# design 1

### Drive-strength map, design 1

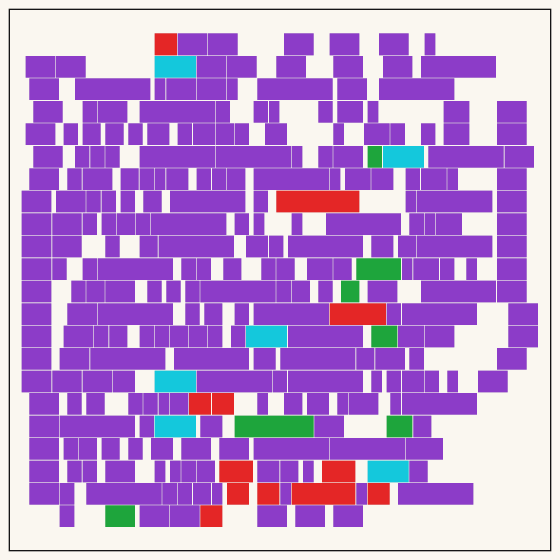
### src/rtl/ram_cmd_arbiter_if.sv
// -----------------------------------------------------------------------------
// ram_cmd_arbiter_if
//
// Purpose : Bundles the two requester channels, the shared response bus and the
//           RAM command/readback signals that the arbiter sits between.
//
// Signal summary
//   reqN_valid   requester N has a complete transaction pending
//   reqN_ready   arbiter accepts requester N this cycle (transfer on valid&ready)
//   reqN_wr      1 = write, 0 = read
//   reqN_addr    RAM address (ADDR_SIZE bits, zero-extended into the payload)
//   reqN_wdata   write data, ignored for reads
//   respN_valid  one-cycle completion pulse for requester N
//   resp_rdata   read data shared by both requesters, qualified by respN_valid
//   resp_err     read timeout flag, qualified by respN_valid
//   ram_din      command word {op[1:0], payload[7:0]} to the RAM
//   ram_rx_valid command strobe to the RAM
//   ram_dout     RAM read data
//   ram_tx_valid RAM read-data valid
//
// Modports
//   slave  : the arbiter's view
//   master : the environment's view (requesters plus RAM)
// -----------------------------------------------------------------------------
interface ram_cmd_arbiter_if #(
   parameter int ADDR_SIZE = 8
);
   logic                 req0_valid;
   logic                 req0_ready;
   logic                 req0_wr;
   logic [ADDR_SIZE-1:0] req0_addr;
   logic [7:0]           req0_wdata;

   logic                 req1_valid;
   logic                 req1_ready;
   logic                 req1_wr;
   logic [ADDR_SIZE-1:0] req1_addr;
   logic [7:0]           req1_wdata;

   logic                 resp0_valid;
   logic                 resp1_valid;
   logic [7:0]           resp_rdata;
   logic                 resp_err;

   logic [9:0]           ram_din;
   logic                 ram_rx_valid;
   logic [7:0]           ram_dout;
   logic                 ram_tx_valid;

   modport slave (
      input  req0_valid, req0_wr, req0_addr, req0_wdata,
      input  req1_valid, req1_wr, req1_addr, req1_wdata,
      output req0_ready, req1_ready,
      output resp0_valid, resp1_valid, resp_rdata, resp_err,
      output ram_din, ram_rx_valid,
      input  ram_dout, ram_tx_valid
   );

   modport master (
      output req0_valid, req0_wr, req0_addr, req0_wdata,
      output req1_valid, req1_wr, req1_addr, req1_wdata,
      input  req0_ready, req1_ready,
      input  resp0_valid, resp1_valid, resp_rdata, resp_err,
      input  ram_din, ram_rx_valid,
      output ram_dout, ram_tx_valid
   );
endinterface

### src/rtl/ram_cmd_arbiter.sv
// -----------------------------------------------------------------------------
// ram_cmd_arbiter
//
// Purpose : Shares the 10-bit command port of a single-port synchronous RAM
//           between two requesters with round-robin arbitration. A granted
//           transaction is expanded into the RAM's two-word command sequence
//           (address word, then data word or read-data request), read data is
//           awaited with a bounded timeout, and a single-cycle response is
//           returned to the requester that owned the transaction.
//
// Parameters
//   ADDR_SIZE  RAM address width (<= 8, zero-extended into the 8-bit payload)
//   TIMEOUT    RWAIT cycles tolerated without ram_tx_valid before aborting
//   TO_W       timeout counter width, 2**TO_W > TIMEOUT
//
// Ports
//   clk   rising-edge clock
//   rst   asynchronous active-high reset
//   bus   ram_cmd_arbiter_if.slave: requester channels, response bus, RAM side
//
// Command codes on ram_din[9:8]
//   00 write-address, 01 write-data, 10 read-address, 11 read-data request
// -----------------------------------------------------------------------------
module ram_cmd_arbiter #(
   parameter int ADDR_SIZE = 8,
   parameter int TIMEOUT   = 15,
   parameter int TO_W      = 4
) (
   input  logic                clk,
   input  logic                rst,
   ram_cmd_arbiter_if.slave    bus
);

   typedef enum logic [2:0] {
      S_IDLE,
      S_ADDR,
      S_WDATA,
      S_RCMD,
      S_RWAIT,
      S_RESP
   } state_t;

   localparam logic [1:0] OP_WADDR = 2'b00;
   localparam logic [1:0] OP_WDATA = 2'b01;
   localparam logic [1:0] OP_RADDR = 2'b10;
   localparam logic [1:0] OP_RDATA = 2'b11;

   state_t               r_state;
   state_t               w_state_nxt;

   // Latched transaction fields and arbitration history
   logic                 r_last_grant;
   logic                 r_port;
   logic                 r_wr;
   logic [ADDR_SIZE-1:0] r_addr;
   logic [7:0]           r_wdata;

   // Read timeout and response registers
   logic [TO_W-1:0]      r_to_cnt;
   logic [7:0]           r_resp_rdata;
   logic                 r_resp_err;

   logic                 w_grant0;
   logic                 w_grant1;
   logic                 w_timeout;
   logic [7:0]           w_addr_pay;
   logic [9:0]           w_ram_din;
   logic                 w_ram_rx_valid;

   assign w_addr_pay = 8'(r_addr);
   assign w_timeout  = (r_to_cnt == TO_W'(TIMEOUT));

   // Round-robin grant. Only meaningful in IDLE; a tie goes to the port that
   // did not win last time. Held low during reset so that every output reads
   // zero while rst is asserted.
   always_comb begin
      w_grant0 = 1'b0;
      w_grant1 = 1'b0;
      if ((r_state == S_IDLE) && !rst) begin
         w_grant0 = bus.req0_valid && (!bus.req1_valid ||  r_last_grant);
         w_grant1 = bus.req1_valid && (!bus.req0_valid || !r_last_grant);
      end
   end

   assign bus.req0_ready = w_grant0;
   assign bus.req1_ready = w_grant1;

   // Next-state logic
   always_comb begin
      w_state_nxt = r_state;
      case (r_state)
         S_IDLE: begin
            if (w_grant0 || w_grant1) begin
               w_state_nxt = S_ADDR;
            end
         end
         S_ADDR: begin
            w_state_nxt = r_wr ? S_WDATA : S_RCMD;
         end
         S_WDATA: begin
            w_state_nxt = S_RESP;
         end
         S_RCMD: begin
            w_state_nxt = S_RWAIT;
         end
         S_RWAIT: begin
            if (bus.ram_tx_valid || w_timeout) begin
               w_state_nxt = S_RESP;
            end
         end
         S_RESP: begin
            w_state_nxt = S_IDLE;
         end
         default: begin
            w_state_nxt = S_IDLE;
         end
      endcase
   end

   // RAM command decode: depends only on registered state and latched fields,
   // so nothing on the requester inputs can reach ram_din/ram_rx_valid.
   always_comb begin
      w_ram_din      = 10'h000;
      w_ram_rx_valid = 1'b0;
      case (r_state)
         S_ADDR: begin
            w_ram_rx_valid = 1'b1;
            w_ram_din      = {(r_wr ? OP_WADDR : OP_RADDR), w_addr_pay};
         end
         S_WDATA: begin
            w_ram_rx_valid = 1'b1;
            w_ram_din      = {OP_WDATA, r_wdata};
         end
         S_RCMD: begin
            w_ram_rx_valid = 1'b1;
            w_ram_din      = {OP_RDATA, 8'h00};
         end
         default: begin
            w_ram_rx_valid = 1'b0;
            w_ram_din      = 10'h000;
         end
      endcase
   end

   assign bus.ram_din      = w_ram_din;
   assign bus.ram_rx_valid = w_ram_rx_valid;

   // Response pulse is steered to the port captured at accept time.
   assign bus.resp0_valid = (r_state == S_RESP) && !r_port;
   assign bus.resp1_valid = (r_state == S_RESP) &&  r_port;
   assign bus.resp_rdata  = r_resp_rdata;
   assign bus.resp_err    = r_resp_err;

   // State register
   always_ff @(posedge clk or posedge rst) begin
      if (rst) begin
         r_state <= S_IDLE;
      end else begin
         r_state <= w_state_nxt;
      end
   end

   // Transaction capture, timeout counter and response data
   always_ff @(posedge clk or posedge rst) begin
      if (rst) begin
         r_last_grant <= 1'b1;
         r_port       <= 1'b0;
         r_wr         <= 1'b0;
         r_addr       <= '0;
         r_wdata      <= 8'h00;
         r_to_cnt     <= '0;
         r_resp_rdata <= 8'h00;
         r_resp_err   <= 1'b0;
      end else begin
         // Fields are frozen at accept; later input changes are ignored.
         if (w_grant0 || w_grant1) begin
            r_port       <= w_grant1;
            r_last_grant <= w_grant1;
            r_wr         <= w_grant1 ? bus.req1_wr    : bus.req0_wr;
            r_addr       <= w_grant1 ? bus.req1_addr  : bus.req0_addr;
            r_wdata      <= w_grant1 ? bus.req1_wdata : bus.req0_wdata;
         end
         case (r_state)
            S_WDATA: begin
               r_resp_rdata <= 8'h00;
               r_resp_err   <= 1'b0;
            end
            S_RCMD: begin
               r_to_cnt <= '0;
            end
            S_RWAIT: begin
               // Counter starts at 0 on the first RWAIT cycle, so the abort
               // lands TIMEOUT+1 cycles after RWAIT is entered.
               if (bus.ram_tx_valid) begin
                  r_resp_rdata <= bus.ram_dout;
                  r_resp_err   <= 1'b0;
               end else if (w_timeout) begin
                  r_resp_rdata <= 8'hFF;
                  r_resp_err   <= 1'b1;
               end else begin
                  r_to_cnt <= r_to_cnt + TO_W'(1);
               end
            end
            default: begin
            end
         endcase
      end
   end

endmodule

### src/flat_wrapper.sv
// flat-port wrapper written by rule: the top's interface ports become plain ports
module ram_cmd_arbiter_flat 
#(
   parameter int ADDR_SIZE = 8,
   parameter int TIMEOUT   = 15,
   parameter int TO_W      = 4
)
  (clk, rst, bus_req0_valid, bus_req0_wr, bus_req0_addr, bus_req0_wdata, bus_req1_valid, bus_req1_wr, bus_req1_addr, bus_req1_wdata, bus_req0_ready, bus_req1_ready, bus_resp0_valid, bus_resp1_valid, bus_resp_rdata, bus_resp_err, bus_ram_din, bus_ram_rx_valid, bus_ram_dout, bus_ram_tx_valid);
  ram_cmd_arbiter_if #(.ADDR_SIZE(ADDR_SIZE)) bus_i ();
  input  logic clk;
  input  logic rst;
  input wire logic [$bits(bus_i.req0_valid)-1:0] bus_req0_valid;
  input wire logic [$bits(bus_i.req0_wr)-1:0] bus_req0_wr;
  input wire logic [$bits(bus_i.req0_addr)-1:0] bus_req0_addr;
  input wire logic [$bits(bus_i.req0_wdata)-1:0] bus_req0_wdata;
  input wire logic [$bits(bus_i.req1_valid)-1:0] bus_req1_valid;
  input wire logic [$bits(bus_i.req1_wr)-1:0] bus_req1_wr;
  input wire logic [$bits(bus_i.req1_addr)-1:0] bus_req1_addr;
  input wire logic [$bits(bus_i.req1_wdata)-1:0] bus_req1_wdata;
  output wire logic [$bits(bus_i.req0_ready)-1:0] bus_req0_ready;
  output wire logic [$bits(bus_i.req1_ready)-1:0] bus_req1_ready;
  output wire logic [$bits(bus_i.resp0_valid)-1:0] bus_resp0_valid;
  output wire logic [$bits(bus_i.resp1_valid)-1:0] bus_resp1_valid;
  output wire logic [$bits(bus_i.resp_rdata)-1:0] bus_resp_rdata;
  output wire logic [$bits(bus_i.resp_err)-1:0] bus_resp_err;
  output wire logic [$bits(bus_i.ram_din)-1:0] bus_ram_din;
  output wire logic [$bits(bus_i.ram_rx_valid)-1:0] bus_ram_rx_valid;
  input wire logic [$bits(bus_i.ram_dout)-1:0] bus_ram_dout;
  input wire logic [$bits(bus_i.ram_tx_valid)-1:0] bus_ram_tx_valid;
  assign bus_i.req0_valid = bus_req0_valid;
  assign bus_i.req0_wr = bus_req0_wr;
  assign bus_i.req0_addr = bus_req0_addr;
  assign bus_i.req0_wdata = bus_req0_wdata;
  assign bus_i.req1_valid = bus_req1_valid;
  assign bus_i.req1_wr = bus_req1_wr;
  assign bus_i.req1_addr = bus_req1_addr;
  assign bus_i.req1_wdata = bus_req1_wdata;
  assign bus_req0_ready = bus_i.req0_ready;
  assign bus_req1_ready = bus_i.req1_ready;
  assign bus_resp0_valid = bus_i.resp0_valid;
  assign bus_resp1_valid = bus_i.resp1_valid;
  assign bus_resp_rdata = bus_i.resp_rdata;
  assign bus_resp_err = bus_i.resp_err;
  assign bus_ram_din = bus_i.ram_din;
  assign bus_ram_rx_valid = bus_i.ram_rx_valid;
  assign bus_i.ram_dout = bus_ram_dout;
  assign bus_i.ram_tx_valid = bus_ram_tx_valid;
  ram_cmd_arbiter #(.ADDR_SIZE(ADDR_SIZE), .TIMEOUT(TIMEOUT), .TO_W(TO_W)) u_core (.clk(clk), .rst(rst), .bus(bus_i));
endmodule
### config.mk
export PLATFORM = sky130hd
export DESIGN_NAME = ram_cmd_arbiter_flat
export DESIGN_NICKNAME = d
export VERILOG_FILES = /design/src/rtl/ram_cmd_arbiter_if.sv /design/src/rtl/ram_cmd_arbiter.sv /design/src/flat_wrapper.sv
export SDC_FILE = /design/constraint.sdc
export NUM_CORES = 1
export LEC_CHECK = 0
export CORE_MARGIN = 1
export CORE_UTILIZATION = 50
export CTS_BUF_LIST = sky130_fd_sc_hd__clkbuf_4 sky130_fd_sc_hd__clkbuf_8
export CTS_CLUSTER_SIZE = 30
export DETAILED_ROUTE_END_ITERATION = 8
export PLACE_DENSITY = 0.95
export SYNTH_ARGS = -nofsm -noshare
export SYNTH_HDL_FRONTEND = slang
export SYNTH_SLANG_ARGS = --single-unit
### constraint.sdc
create_clock -name clk -period 5.26 [get_ports clk]
set_input_delay 1.578 -clock clk [delete_from_list [all_inputs] [get_ports clk]]
set_output_delay 1.578 -clock clk [all_outputs]
set_load 0.03 [all_outputs]
==> impl_metrics.csv <==
group,metric,value,unit
status,status,"complete, no violations",
grt,grt_antenna_before_repair,0,
grt,grt_max_degree,39,
floorplanning,tapcell.inserted,48,
setup_path,crit_fanout,3,
power,combPwrFrac,52.0,%
final_timing,rsz0062_at_grt,"false",
clock_tree,postCtsSetupBuffers,0,
finish,area_delta_synth_final,37.7,%
power,p_leak,1.11,nW
grt,grt-ovfl-total,0,
finish,clkCellAreaFrac,3.44,%
floorplanning,die-height,65.4,um
setup_path,crit_path_end_kind,"output port",
clock_tree,clk_latency,0.30,ns
synthesis,adder_share,0.623,%
finish,final_cell_mix,"clkdlybuf4s50_1 (69), dfrtp_1 (34), a21oi_1 (22)",
placed_design,dp.cells,320,
final_timing,max-slew-margin-rel,42.8,%
setup_path,worstRegToRegCells,4,
final_timing,fin_skew,0.0121,ns
setup_path,crit_start,"rst",
synthesis,ys_cells,216,
routing,wl_met2,2.50,mm
setup_path,crit_top_cell,"clkdlybuf4s50_1",
setup_path,r2r_start,"u_core.r_state[2]",
setup_path,crit_type,"in2out",
synthesis,ys_ff,35,
## Picture notes: 'Drive-strength map' of design 1
Key: drive 1 or less = purple [cells 255, share 91%, most used clkdlybuf4s50_1]; drive 2 = green [cells 7, share 2.5%, most used a31o_2]; drive 3 to 4 = red [cells 12, share 4.3%, most used buf_4]; drive 6 and up = cyan [cells 6, share 2.1%, most used clkbuf_8]
design area: 0.00276 mm2
Non-clk bufs: 75
setup slack after layout: 0.365 ns

## Yosys cell counts, types with 3 or more instances
cell type and count:
a31oi_1 18, buf_4 3, a22oi_1 8, nand2_1 12, clkbuf_1 5, dfrtp_1 34, nor2b_1 5, o21ai_0 11
o21ai_1 15, nand3_1 19, inv_1 4, buf_2 4, and3_1 3, o221ai_1 5, a21oi_1 22, buf_6 6
a22o_1 3, nor2_1 12
## cell families after synthesis
group,count (synthesis)
AOI/OAI and AO/OA,89
xor gates and xnor gates,1
adders and majority gates,1
buffers and inverters,23
DFF,35
muxes,2
and+or+nand+nor,65

# design 2

### Placed standard cells, design 2

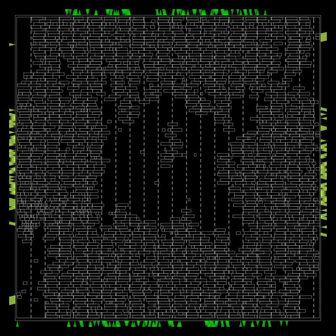
### config.mk
export PLATFORM = sky130hd
export DESIGN_NAME = chi_rx_chan
export DESIGN_NICKNAME = d
export VERILOG_FILES = /design/src/rtl/chi_rx_chan_pkg.sv /design/src/rtl/chi_rx_chan_crd_ctr.sv /design/src/rtl/chi_rx_chan.sv
export SDC_FILE = /design/constraint.sdc
export NUM_CORES = 1
export LEC_CHECK = 0
export CORE_UTILIZATION = 45
export CTS_CLUSTER_DIAMETER = 30
export DETAILED_ROUTE_END_ITERATION = 10
export HOLD_SLACK_MARGIN = 0.08
export PLACE_DENSITY = 0.68
export SLEW_MARGIN = 30
export SYNTH_ARGS = -nofsm -noshare
export SYNTH_HDL_FRONTEND = slang
export SYNTH_SLANG_ARGS = --single-unit
### constraint.sdc
create_clock -name clock -period 17.3 [get_ports clock]
set_input_delay 2.595 -clock clock [delete_from_list [all_inputs] [get_ports clock]]
set_output_delay 2.595 -clock clock [all_outputs]
set_load 0.1 [all_outputs]
### src/rtl/chi_rx_chan_pkg.sv
// Shared CHI link-layer definitions: channel flit layouts,
// L-credit limits and credit-return opcodes.
package chi_rx_chan_pkg;

  localparam int CHI_MAX_LCRD = 15;

  localparam int REQ_OPC_W = 7;
  localparam int RSP_OPC_W = 5;
  localparam int SNP_OPC_W = 5;
  localparam int DAT_OPC_W = 4;

  localparam logic [REQ_OPC_W-1:0] REQ_LCRD_RET = 7'h00;
  localparam logic [RSP_OPC_W-1:0] RSP_LCRD_RET = 5'h00;
  localparam logic [SNP_OPC_W-1:0] SNP_LCRD_RET = 5'h00;
  localparam logic [DAT_OPC_W-1:0] DAT_LCRD_RET = 4'h0;

  // Opcode sits at the LSB of every layout so OPCODE_LSB stays 0.
  typedef struct packed {
    logic [3:0]           qos;
    logic [10:0]          tgt_id;
    logic [10:0]          src_id;
    logic [11:0]          txn_id;
    logic [51:0]          addr;
    logic [2:0]           size;
    logic [3:0]           order;
    logic [REQ_OPC_W-1:0] opcode;
  } reqflit_t;

  typedef struct packed {
    logic [3:0]           qos;
    logic [10:0]          tgt_id;
    logic [10:0]          src_id;
    logic [11:0]          txn_id;
    logic [11:0]          dbid;
    logic [2:0]           resp;
    logic [RSP_OPC_W-1:0] opcode;
  } rspflit_t;

  typedef struct packed {
    logic [3:0]           qos;
    logic [10:0]          src_id;
    logic [11:0]          txn_id;
    logic [48:0]          addr;
    logic [SNP_OPC_W-1:0] opcode;
  } snpflit_t;

  typedef struct packed {
    logic [255:0]         data;
    logic [31:0]          be;
    logic [10:0]          tgt_id;
    logic [10:0]          src_id;
    logic [11:0]          txn_id;
    logic [1:0]           data_id;
    logic [2:0]           resp;
    logic [DAT_OPC_W-1:0] opcode;
  } datflit_t;

endpackage

### src/rtl/chi_rx_chan_crd_ctr.sv
// L-credit counter: outstanding credits, issue decision,
// sticky protocol-error flag.
module chi_crd_ctr
  import chi_rx_chan_pkg::*;
#(
  parameter int DEPTH   = 8,
  parameter int MAX_CRD = CHI_MAX_LCRD,
  parameter int CNT_W   = $clog2(DEPTH + 1),
  parameter int CRD_W   = $clog2(MAX_CRD + 1)
) (
  input  logic             clock,
  input  logic             reset,
  input  logic             deact,
  input  logic             flitv,
  input  logic [CNT_W-1:0] count,
  output logic [CRD_W-1:0] crd_out,
  output logic             lcrdv,
  output logic             accept,
  output logic             err
);

  localparam int SUM_W = ((CNT_W > CRD_W) ? CNT_W : CRD_W) + 1;

  logic [SUM_W-1:0] sum;
  logic             issue;
  logic [CRD_W-1:0] crd_nxt;

  assign sum = SUM_W'(count) + SUM_W'(crd_out);

  assign issue = !deact
              && (sum < SUM_W'(DEPTH))
              && (crd_out < CRD_W'(MAX_CRD));

  // A flit with no credit behind it is dropped, not accepted.
  assign accept = flitv && (crd_out != '0);

  always_comb begin
    crd_nxt = crd_out;
    unique case (1'b1)
      issue && !accept: crd_nxt = crd_out + 1'b1;
      !issue && accept: crd_nxt = crd_out - 1'b1;
      default:          crd_nxt = crd_out;
    endcase
  end

  always_ff @(posedge clock) begin
    if (reset) begin
      crd_out <= '0;
      lcrdv   <= 1'b0;
      err     <= 1'b0;
    end else begin
      crd_out <= crd_nxt;
      lcrdv   <= issue;
      if (flitv && (crd_out == '0))
        err <= 1'b1;
    end
  end

endmodule

### src/rtl/chi_rx_chan.sv
// CHI link-layer receive channel: credit issue, in-order
// flit queue, credit-return consumption and drain mode.
module chi_rx_chan
  import chi_rx_chan_pkg::*;
#(
  parameter int FLIT_W      = 128,
  parameter int DEPTH       = 8,
  parameter int MAX_CRD     = CHI_MAX_LCRD,
  parameter int OPCODE_LSB  = 0,
  parameter int OPCODE_W    = 7,
  parameter int CRD_RET_OPC = 0
) (
  input  logic                       clock,
  input  logic                       reset,
  input  logic [FLIT_W-1:0]          RXFLIT,
  input  logic                       RXFLITV,
  input  logic                       RXFLITPEND,
  output logic                       RXLCRDV,
  input  logic                       deact,
  output logic                       drained,
  output logic [FLIT_W-1:0]          out_flit,
  output logic                       out_valid,
  input  logic                       out_ready,
  output logic [$clog2(DEPTH+1)-1:0] occupancy,
  output logic                       err
);

  localparam int PTR_W = $clog2(DEPTH);
  localparam int CNT_W = $clog2(DEPTH + 1);
  localparam int CRD_W = $clog2(MAX_CRD + 1);

  logic [FLIT_W-1:0] mem [DEPTH];
  logic [PTR_W-1:0]  wr_ptr;
  logic [PTR_W-1:0]  rd_ptr;
  logic [CNT_W-1:0]  count;
  logic [CNT_W-1:0]  count_nxt;
  logic [CRD_W-1:0]  crd_out;
  logic              accept;
  logic              crd_ret;
  logic              enq;
  logic              deq;
  logic              unused_pend;

  assign unused_pend = RXFLITPEND;

  function automatic logic [PTR_W-1:0] ptr_inc(
    input logic [PTR_W-1:0] p
  );
    return (p == PTR_W'(DEPTH - 1)) ? '0 : p + 1'b1;
  endfunction

  chi_crd_ctr #(
    .DEPTH   (DEPTH),
    .MAX_CRD (MAX_CRD),
    .CNT_W   (CNT_W),
    .CRD_W   (CRD_W)
  ) u_crd (
    .clock   (clock),
    .reset   (reset),
    .deact   (deact),
    .flitv   (RXFLITV),
    .count   (count),
    .crd_out (crd_out),
    .lcrdv   (RXLCRDV),
    .accept  (accept),
    .err     (err)
  );

  // Credit-return flits only give back their credit.
  assign crd_ret = RXFLIT[OPCODE_LSB +: OPCODE_W]
                == OPCODE_W'(CRD_RET_OPC);

  assign enq = accept && !crd_ret;
  assign deq = out_valid && out_ready;

  always_comb begin
    count_nxt = count;
    unique case (1'b1)
      enq && !deq: count_nxt = count + 1'b1;
      !enq && deq: count_nxt = count - 1'b1;
      default:     count_nxt = count;
    endcase
  end

  always_ff @(posedge clock) begin
    if (reset) begin
      wr_ptr <= '0;
      rd_ptr <= '0;
      count  <= '0;
    end else begin
      count <= count_nxt;
      if (enq)
        wr_ptr <= ptr_inc(wr_ptr);
      if (deq)
        rd_ptr <= ptr_inc(rd_ptr);
    end
  end

  always_ff @(posedge clock) begin
    if (!reset && enq)
      mem[wr_ptr] <= RXFLIT;
  end

  assign out_flit  = mem[rd_ptr];
  assign out_valid = (count != '0);
  assign occupancy = count;
  assign drained   = deact && (crd_out == '0);

endmodule

==> impl_metrics.csv <==
group,metric,value,unit
worst_hold_path,hold_start,"u_crd.err",
clock_tree,postCtsResizedCells,0,
floorplanning,rows,108,
finish,inverters_excl_clock,9,
worst_hold_path,min_path_type,"reg2reg",
power,p_comb,2.18,mW
synthesis,yosys_most_used_dff,"edfxtp_1",
power,p_sw_share,31.5,%
routing,vias_per_cell,5.43,
setup_path,slowest_delay,0.99,ns
setup_path,crit_path_end_kind,"output port",
final_timing,worst_pin_slew,1.04,ns
clock_tree,clk_latency,0.75,ns
grt,grt_max_degree,112,
setup_path,worstReg2RegEnd,"mem[6][32]",
synthesis,synth.avg_cell_area,24.6,um2
synthesis,ys_cells,1603,
routing,routedWlPerCell,24.3,um
routing,detail-route-antenna-nets,0,
status,status,"complete, no violations",
final_timing,fmax,131,MHz
Notes on 'Placed standard cells' of design 2 above:
Core ar.: 0.0869 mm2
Tapcells: 1,155
Layout Cells excl Fill: 3,327

-- sequential cells by signal, summed over array words and instances (netlist names), named ones only --
name           cells
rd_ptr             3
mem             1024
u_crd.crd_out      4
occupancy          4
u_crd.lcrdv        1
wr_ptr             3
u_crd.err          1
-- synthesized netlist by cell type (all sizes together), types with 3 or more instances --
master  number
a21oi       15
clkbuf      29
dfxtp       19
nand3        4
buf         45
edfxtp    1024
and3         3
ha          13
mux2       128
mux4       256
nand2        6
xor2         4
nor4         5
inv          9
or4          3
nor2        21

# design 3

==> config.mk <==
export PLATFORM = sky130hd
export DESIGN_NAME = ccr_branch_unit
export DESIGN_NICKNAME = d
export VERILOG_FILES = /design/src/rtl/ccr_branch_unit_pkg.sv /design/src/rtl/ccr_branch_unit_branch_cond_eval.sv /design/src/rtl/ccr_branch_unit.sv
export SDC_FILE = /design/constraint.sdc
export NUM_CORES = 1
export LEC_CHECK = 0
export ABC_AREA = 1
export CORE_MARGIN = 5
export CORE_UTILIZATION = 40
export CTS_BUF_LIST = sky130_fd_sc_hd__clkbuf_8
export CTS_CLUSTER_DIAMETER = 100
export DETAILED_ROUTE_END_ITERATION = 8
export HOLD_SLACK_MARGIN = 0.05
export PLACE_DENSITY = 0.69
export SLEW_MARGIN = 10
export SYNTH_ARGS = -nofsm -noshare
export SYNTH_HDL_FRONTEND = slang
export SYNTH_SLANG_ARGS = --single-unit
==> constraint.sdc <==
create_clock -name i_clk -period 1.1 [get_ports i_clk]
set_input_delay 0.275 -clock i_clk [delete_from_list [all_inputs] [get_ports i_clk]]
set_output_delay 0.275 -clock i_clk [all_outputs]
set_load 0.02 [all_outputs]
==> src/rtl/ccr_branch_unit_pkg.sv <==
// Shared definitions for the condition-code register and branch resolution logic.
// Also imported by the ALU and hazard unit so flag bit positions stay consistent.
package ccr_branch_unit_pkg;

  localparam int FLAG_W = 3;

  localparam int Z_BIT = 0;
  localparam int N_BIT = 1;
  localparam int V_BIT = 2;

  typedef enum logic [1:0] {
    BR_JMP = 2'b00,
    BR_JZ  = 2'b01,
    BR_JN  = 2'b10,
    BR_JV  = 2'b11
  } br_cond_e;

  typedef enum logic {
    ST_NORMAL = 1'b0,
    ST_SAVED  = 1'b1
  } state_e;

endpackage

==> src/rtl/ccr_branch_unit_branch_cond_eval.sv <==
// Combinational jump resolution against a flag vector: taken flag plus a one-hot
// mask of the flag a taken conditional jump consumes (zero for JMP or not-taken).
module branch_cond_eval
  import ccr_branch_unit_pkg::*;
(
  input  logic [FLAG_W-1:0] i_ccr,
  input  logic              i_br_valid,
  input  logic [1:0]        i_br_cond,
  output logic              o_taken,
  output logic [FLAG_W-1:0] o_clr_mask
);

  always_comb begin
    o_taken    = 1'b0;
    o_clr_mask = '0;
    if (i_br_valid) begin
      case (br_cond_e'(i_br_cond))
        BR_JMP: o_taken = 1'b1;
        BR_JZ: begin
          o_taken           = i_ccr[Z_BIT];
          o_clr_mask[Z_BIT] = i_ccr[Z_BIT];
        end
        BR_JN: begin
          o_taken           = i_ccr[N_BIT];
          o_clr_mask[N_BIT] = i_ccr[N_BIT];
        end
        BR_JV: begin
          o_taken           = i_ccr[V_BIT];
          o_clr_mask[V_BIT] = i_ccr[V_BIT];
        end
        default: o_taken = 1'b0;
      endcase
    end
  end

endmodule

==> src/rtl/ccr_branch_unit.sv <==
// Architectural condition-code register with interrupt save/restore and a
// registered PC redirect for jumps resolved in EX.
module ccr_branch_unit
  import ccr_branch_unit_pkg::*;
#(
  parameter int ADDR_W = 16
) (
  input  logic              i_clk,
  input  logic              i_rst,
  input  logic              i_stall,
  input  logic [FLAG_W-1:0] i_alu_ccr,
  input  logic              i_flag_we,
  input  logic              i_br_valid,
  input  logic [1:0]        i_br_cond,
  input  logic [ADDR_W-1:0] i_br_target,
  input  logic              i_int_req,
  input  logic              i_rti,
  output logic [FLAG_W-1:0] o_ccr,
  output logic              o_pc_redirect,
  output logic [ADDR_W-1:0] o_pc_target,
  output logic              o_shadow_valid,
  output logic              o_nest_err
);

  state_e              r_state;
  logic [FLAG_W-1:0]   r_ccr;
  logic [FLAG_W-1:0]   r_shadow;
  logic                r_pc_redirect;
  logic [ADDR_W-1:0]   r_pc_target;
  logic                r_nest_err;

  logic                w_taken;
  logic [FLAG_W-1:0]   w_clr_mask;
  logic [FLAG_W-1:0]   w_next_ccr;

  // Resolution always looks at the registered flags, never this cycle's ALU result.
  branch_cond_eval u_cond_eval (
    .i_ccr      (r_ccr),
    .i_br_valid (i_br_valid),
    .i_br_cond  (i_br_cond),
    .o_taken    (w_taken),
    .o_clr_mask (w_clr_mask)
  );

  always_comb begin
    w_next_ccr = r_ccr;
    if (i_rti && (r_state == ST_SAVED)) begin
      w_next_ccr = r_shadow;
    end else begin
      w_next_ccr = (i_flag_we ? i_alu_ccr : r_ccr) & ~w_clr_mask;
    end
  end

  always_ff @(posedge i_clk) begin
    if (i_rst) begin
      r_state       <= ST_NORMAL;
      r_ccr         <= '0;
      r_shadow      <= '0;
      r_pc_redirect <= 1'b0;
      r_pc_target   <= '0;
      r_nest_err    <= 1'b0;
    end else if (i_stall) begin
      r_pc_redirect <= 1'b0;
    end else begin
      r_ccr         <= w_next_ccr;
      r_pc_redirect <= w_taken;
      if (w_taken) begin
        r_pc_target <= i_br_target;
      end
      case (r_state)
        ST_NORMAL: begin
          if (i_int_req) begin
            r_shadow <= w_next_ccr;
            r_state  <= ST_SAVED;
          end
          if (i_rti) begin
            r_nest_err <= 1'b1;
          end
        end
        ST_SAVED: begin
          // An interrupt arriving with RTI re-saves the restored flags and stays SAVED.
          if (i_rti) begin
            if (i_int_req) begin
              r_shadow <= w_next_ccr;
            end else begin
              r_state <= ST_NORMAL;
            end
          end else if (i_int_req) begin
            r_nest_err <= 1'b1;
          end
        end
        default: r_state <= ST_NORMAL;
      endcase
    end
  end

  assign o_ccr          = r_ccr;
  assign o_pc_redirect  = r_pc_redirect;
  assign o_pc_target    = r_pc_target;
  assign o_shadow_valid = (r_state == ST_SAVED);
  assign o_nest_err     = r_nest_err;

endmodule

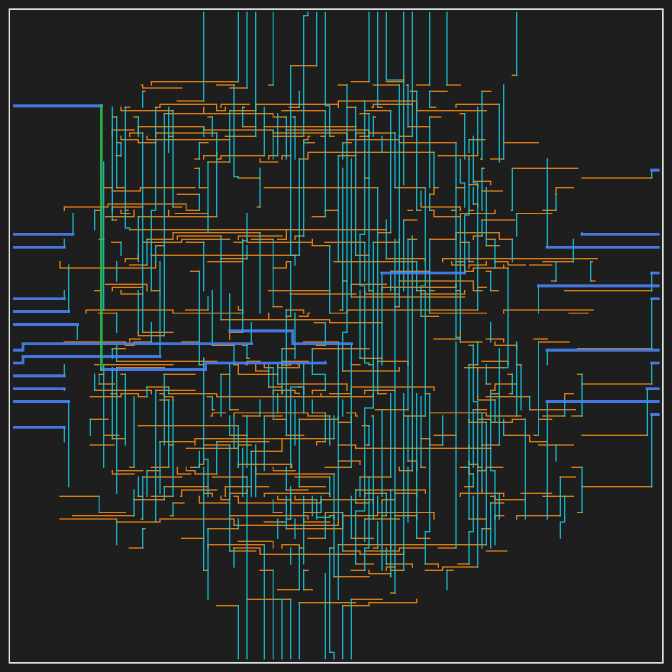
*Routed metal, one colour a layer, design 3*
Key: met3 = blue [wire length 210 um]; met4 = green [wire length 27.9 um]; met2 = cyan [wire length 2,030 um]; met1 = orange [wire length 1,570 um]
drt wl/cell: 12.2 um
WL final: 3.84 mm
aggregate global-route resource usage: 16.1%
Vias: 1,411

==> impl_metrics.csv <==
group,metric,value,unit
final_timing,fin_skew,0.00239,ns
clock_tree,postCtsSetupBuffers,4,
synthesis,topCellsByArea,"dfxtp_1 (36%), nand3_2 (11%), nand2_1 (10%)",
worst_hold_path,min_path_type,"reg2reg",
setup_path,crit_top_cell,"nand3_4",
synthesis,yosys_area,0.00139,mm2
synthesis,ys_cells,188,
finish,area_share_nonclk_buffers,34.1,%
clock_tree,clk_latency,0.27,ns
setup_path,slowest_delay,0.33,ns
power,p_clk_share,24.0,%
placed_design,port_buffers,49,
power,power_leader,"registers",
finish,fin_nets,299,
grt,grt_max_degree,17,
final_timing,setup_viol,18,
final_timing,fin_ws,-0.134,ns
status,status,"finished with violations",
finish,area_delta_synth_final,69.2,%
floorplanning,tapcell.inserted,46,
final_timing,max-slew-margin-rel,82.7,%
status,violations,"negative setup slack",
synthesis,top_cell,"nand2_1",
synthesis,synth_seq_share,36.0,%
floorplanning,die_x,69.0,um
grt,grt_antenna_before_repair,0,
placed_design,place.gp.congestion,0.755,
power,ir_worst_vdd,743,uV
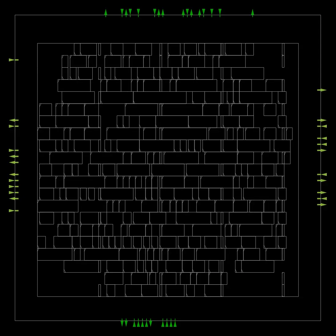
*Placed standard cells, design 3*
flip-flops: 25
Layout Cells excl Fill: 314
Layout fillers: 296
Core ar.: 0.00336 mm2

[cell families after synthesis]
family / synth area share [%]
compound gates: 9.45
fa+ha+maj: 1.80
buf+inv: 15.8
flops: 36.0
simple gates: 37.0
[state kept, by name, summed over array words and instances (netlist names)]
signal,count
o_nest_err,1
o_pc_redirect,1
o_ccr,3
o_pc_target,16
o_shadow_valid,1
r_shadow,3
[layer usage]
metal  vias up  part of all wire, %  GRT usage [%]  routed length [um]
li1        744                    -              -                   -
met1       638                   41           18.6                1570
met2        27                   53           28.9                2030
met3         2                  5.4           3.73                 209
met4         0                 0.70           5.11                  27
met5         -                    0              0                   0


## Gallery

Placement by cell class.
Fill, decap, tap and diode cells in grey.
image #1
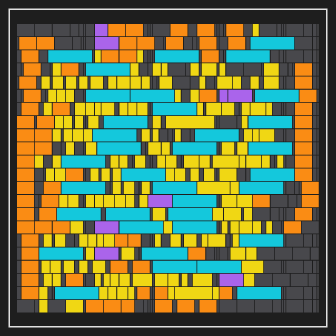
image #2
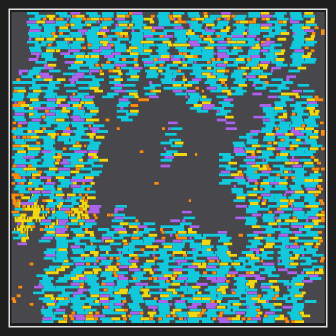
image #3
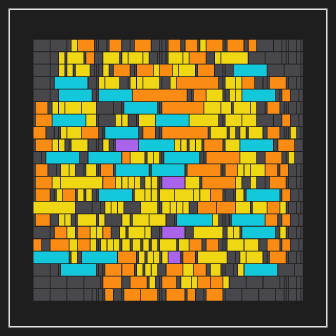
- design 3 = image #3
- design 2 = image #2
- design 1 = image #1
The one with the most cells is image #2.
The one with the lowest utilization is image #2.

Key to image #2:
Key: all other logic = yellow [cells 486, share of their area 16%]; flip-flops = cyan [cells 1,043, share of their area 64%]; clock drivers and dummy loads = purple [cells 336, share of their area 13%]; other buffers and delay cells = orange [cells 306, share of their area 6.0%]

Power figures rest on the tool's default switching activity, not on a simulated workload.
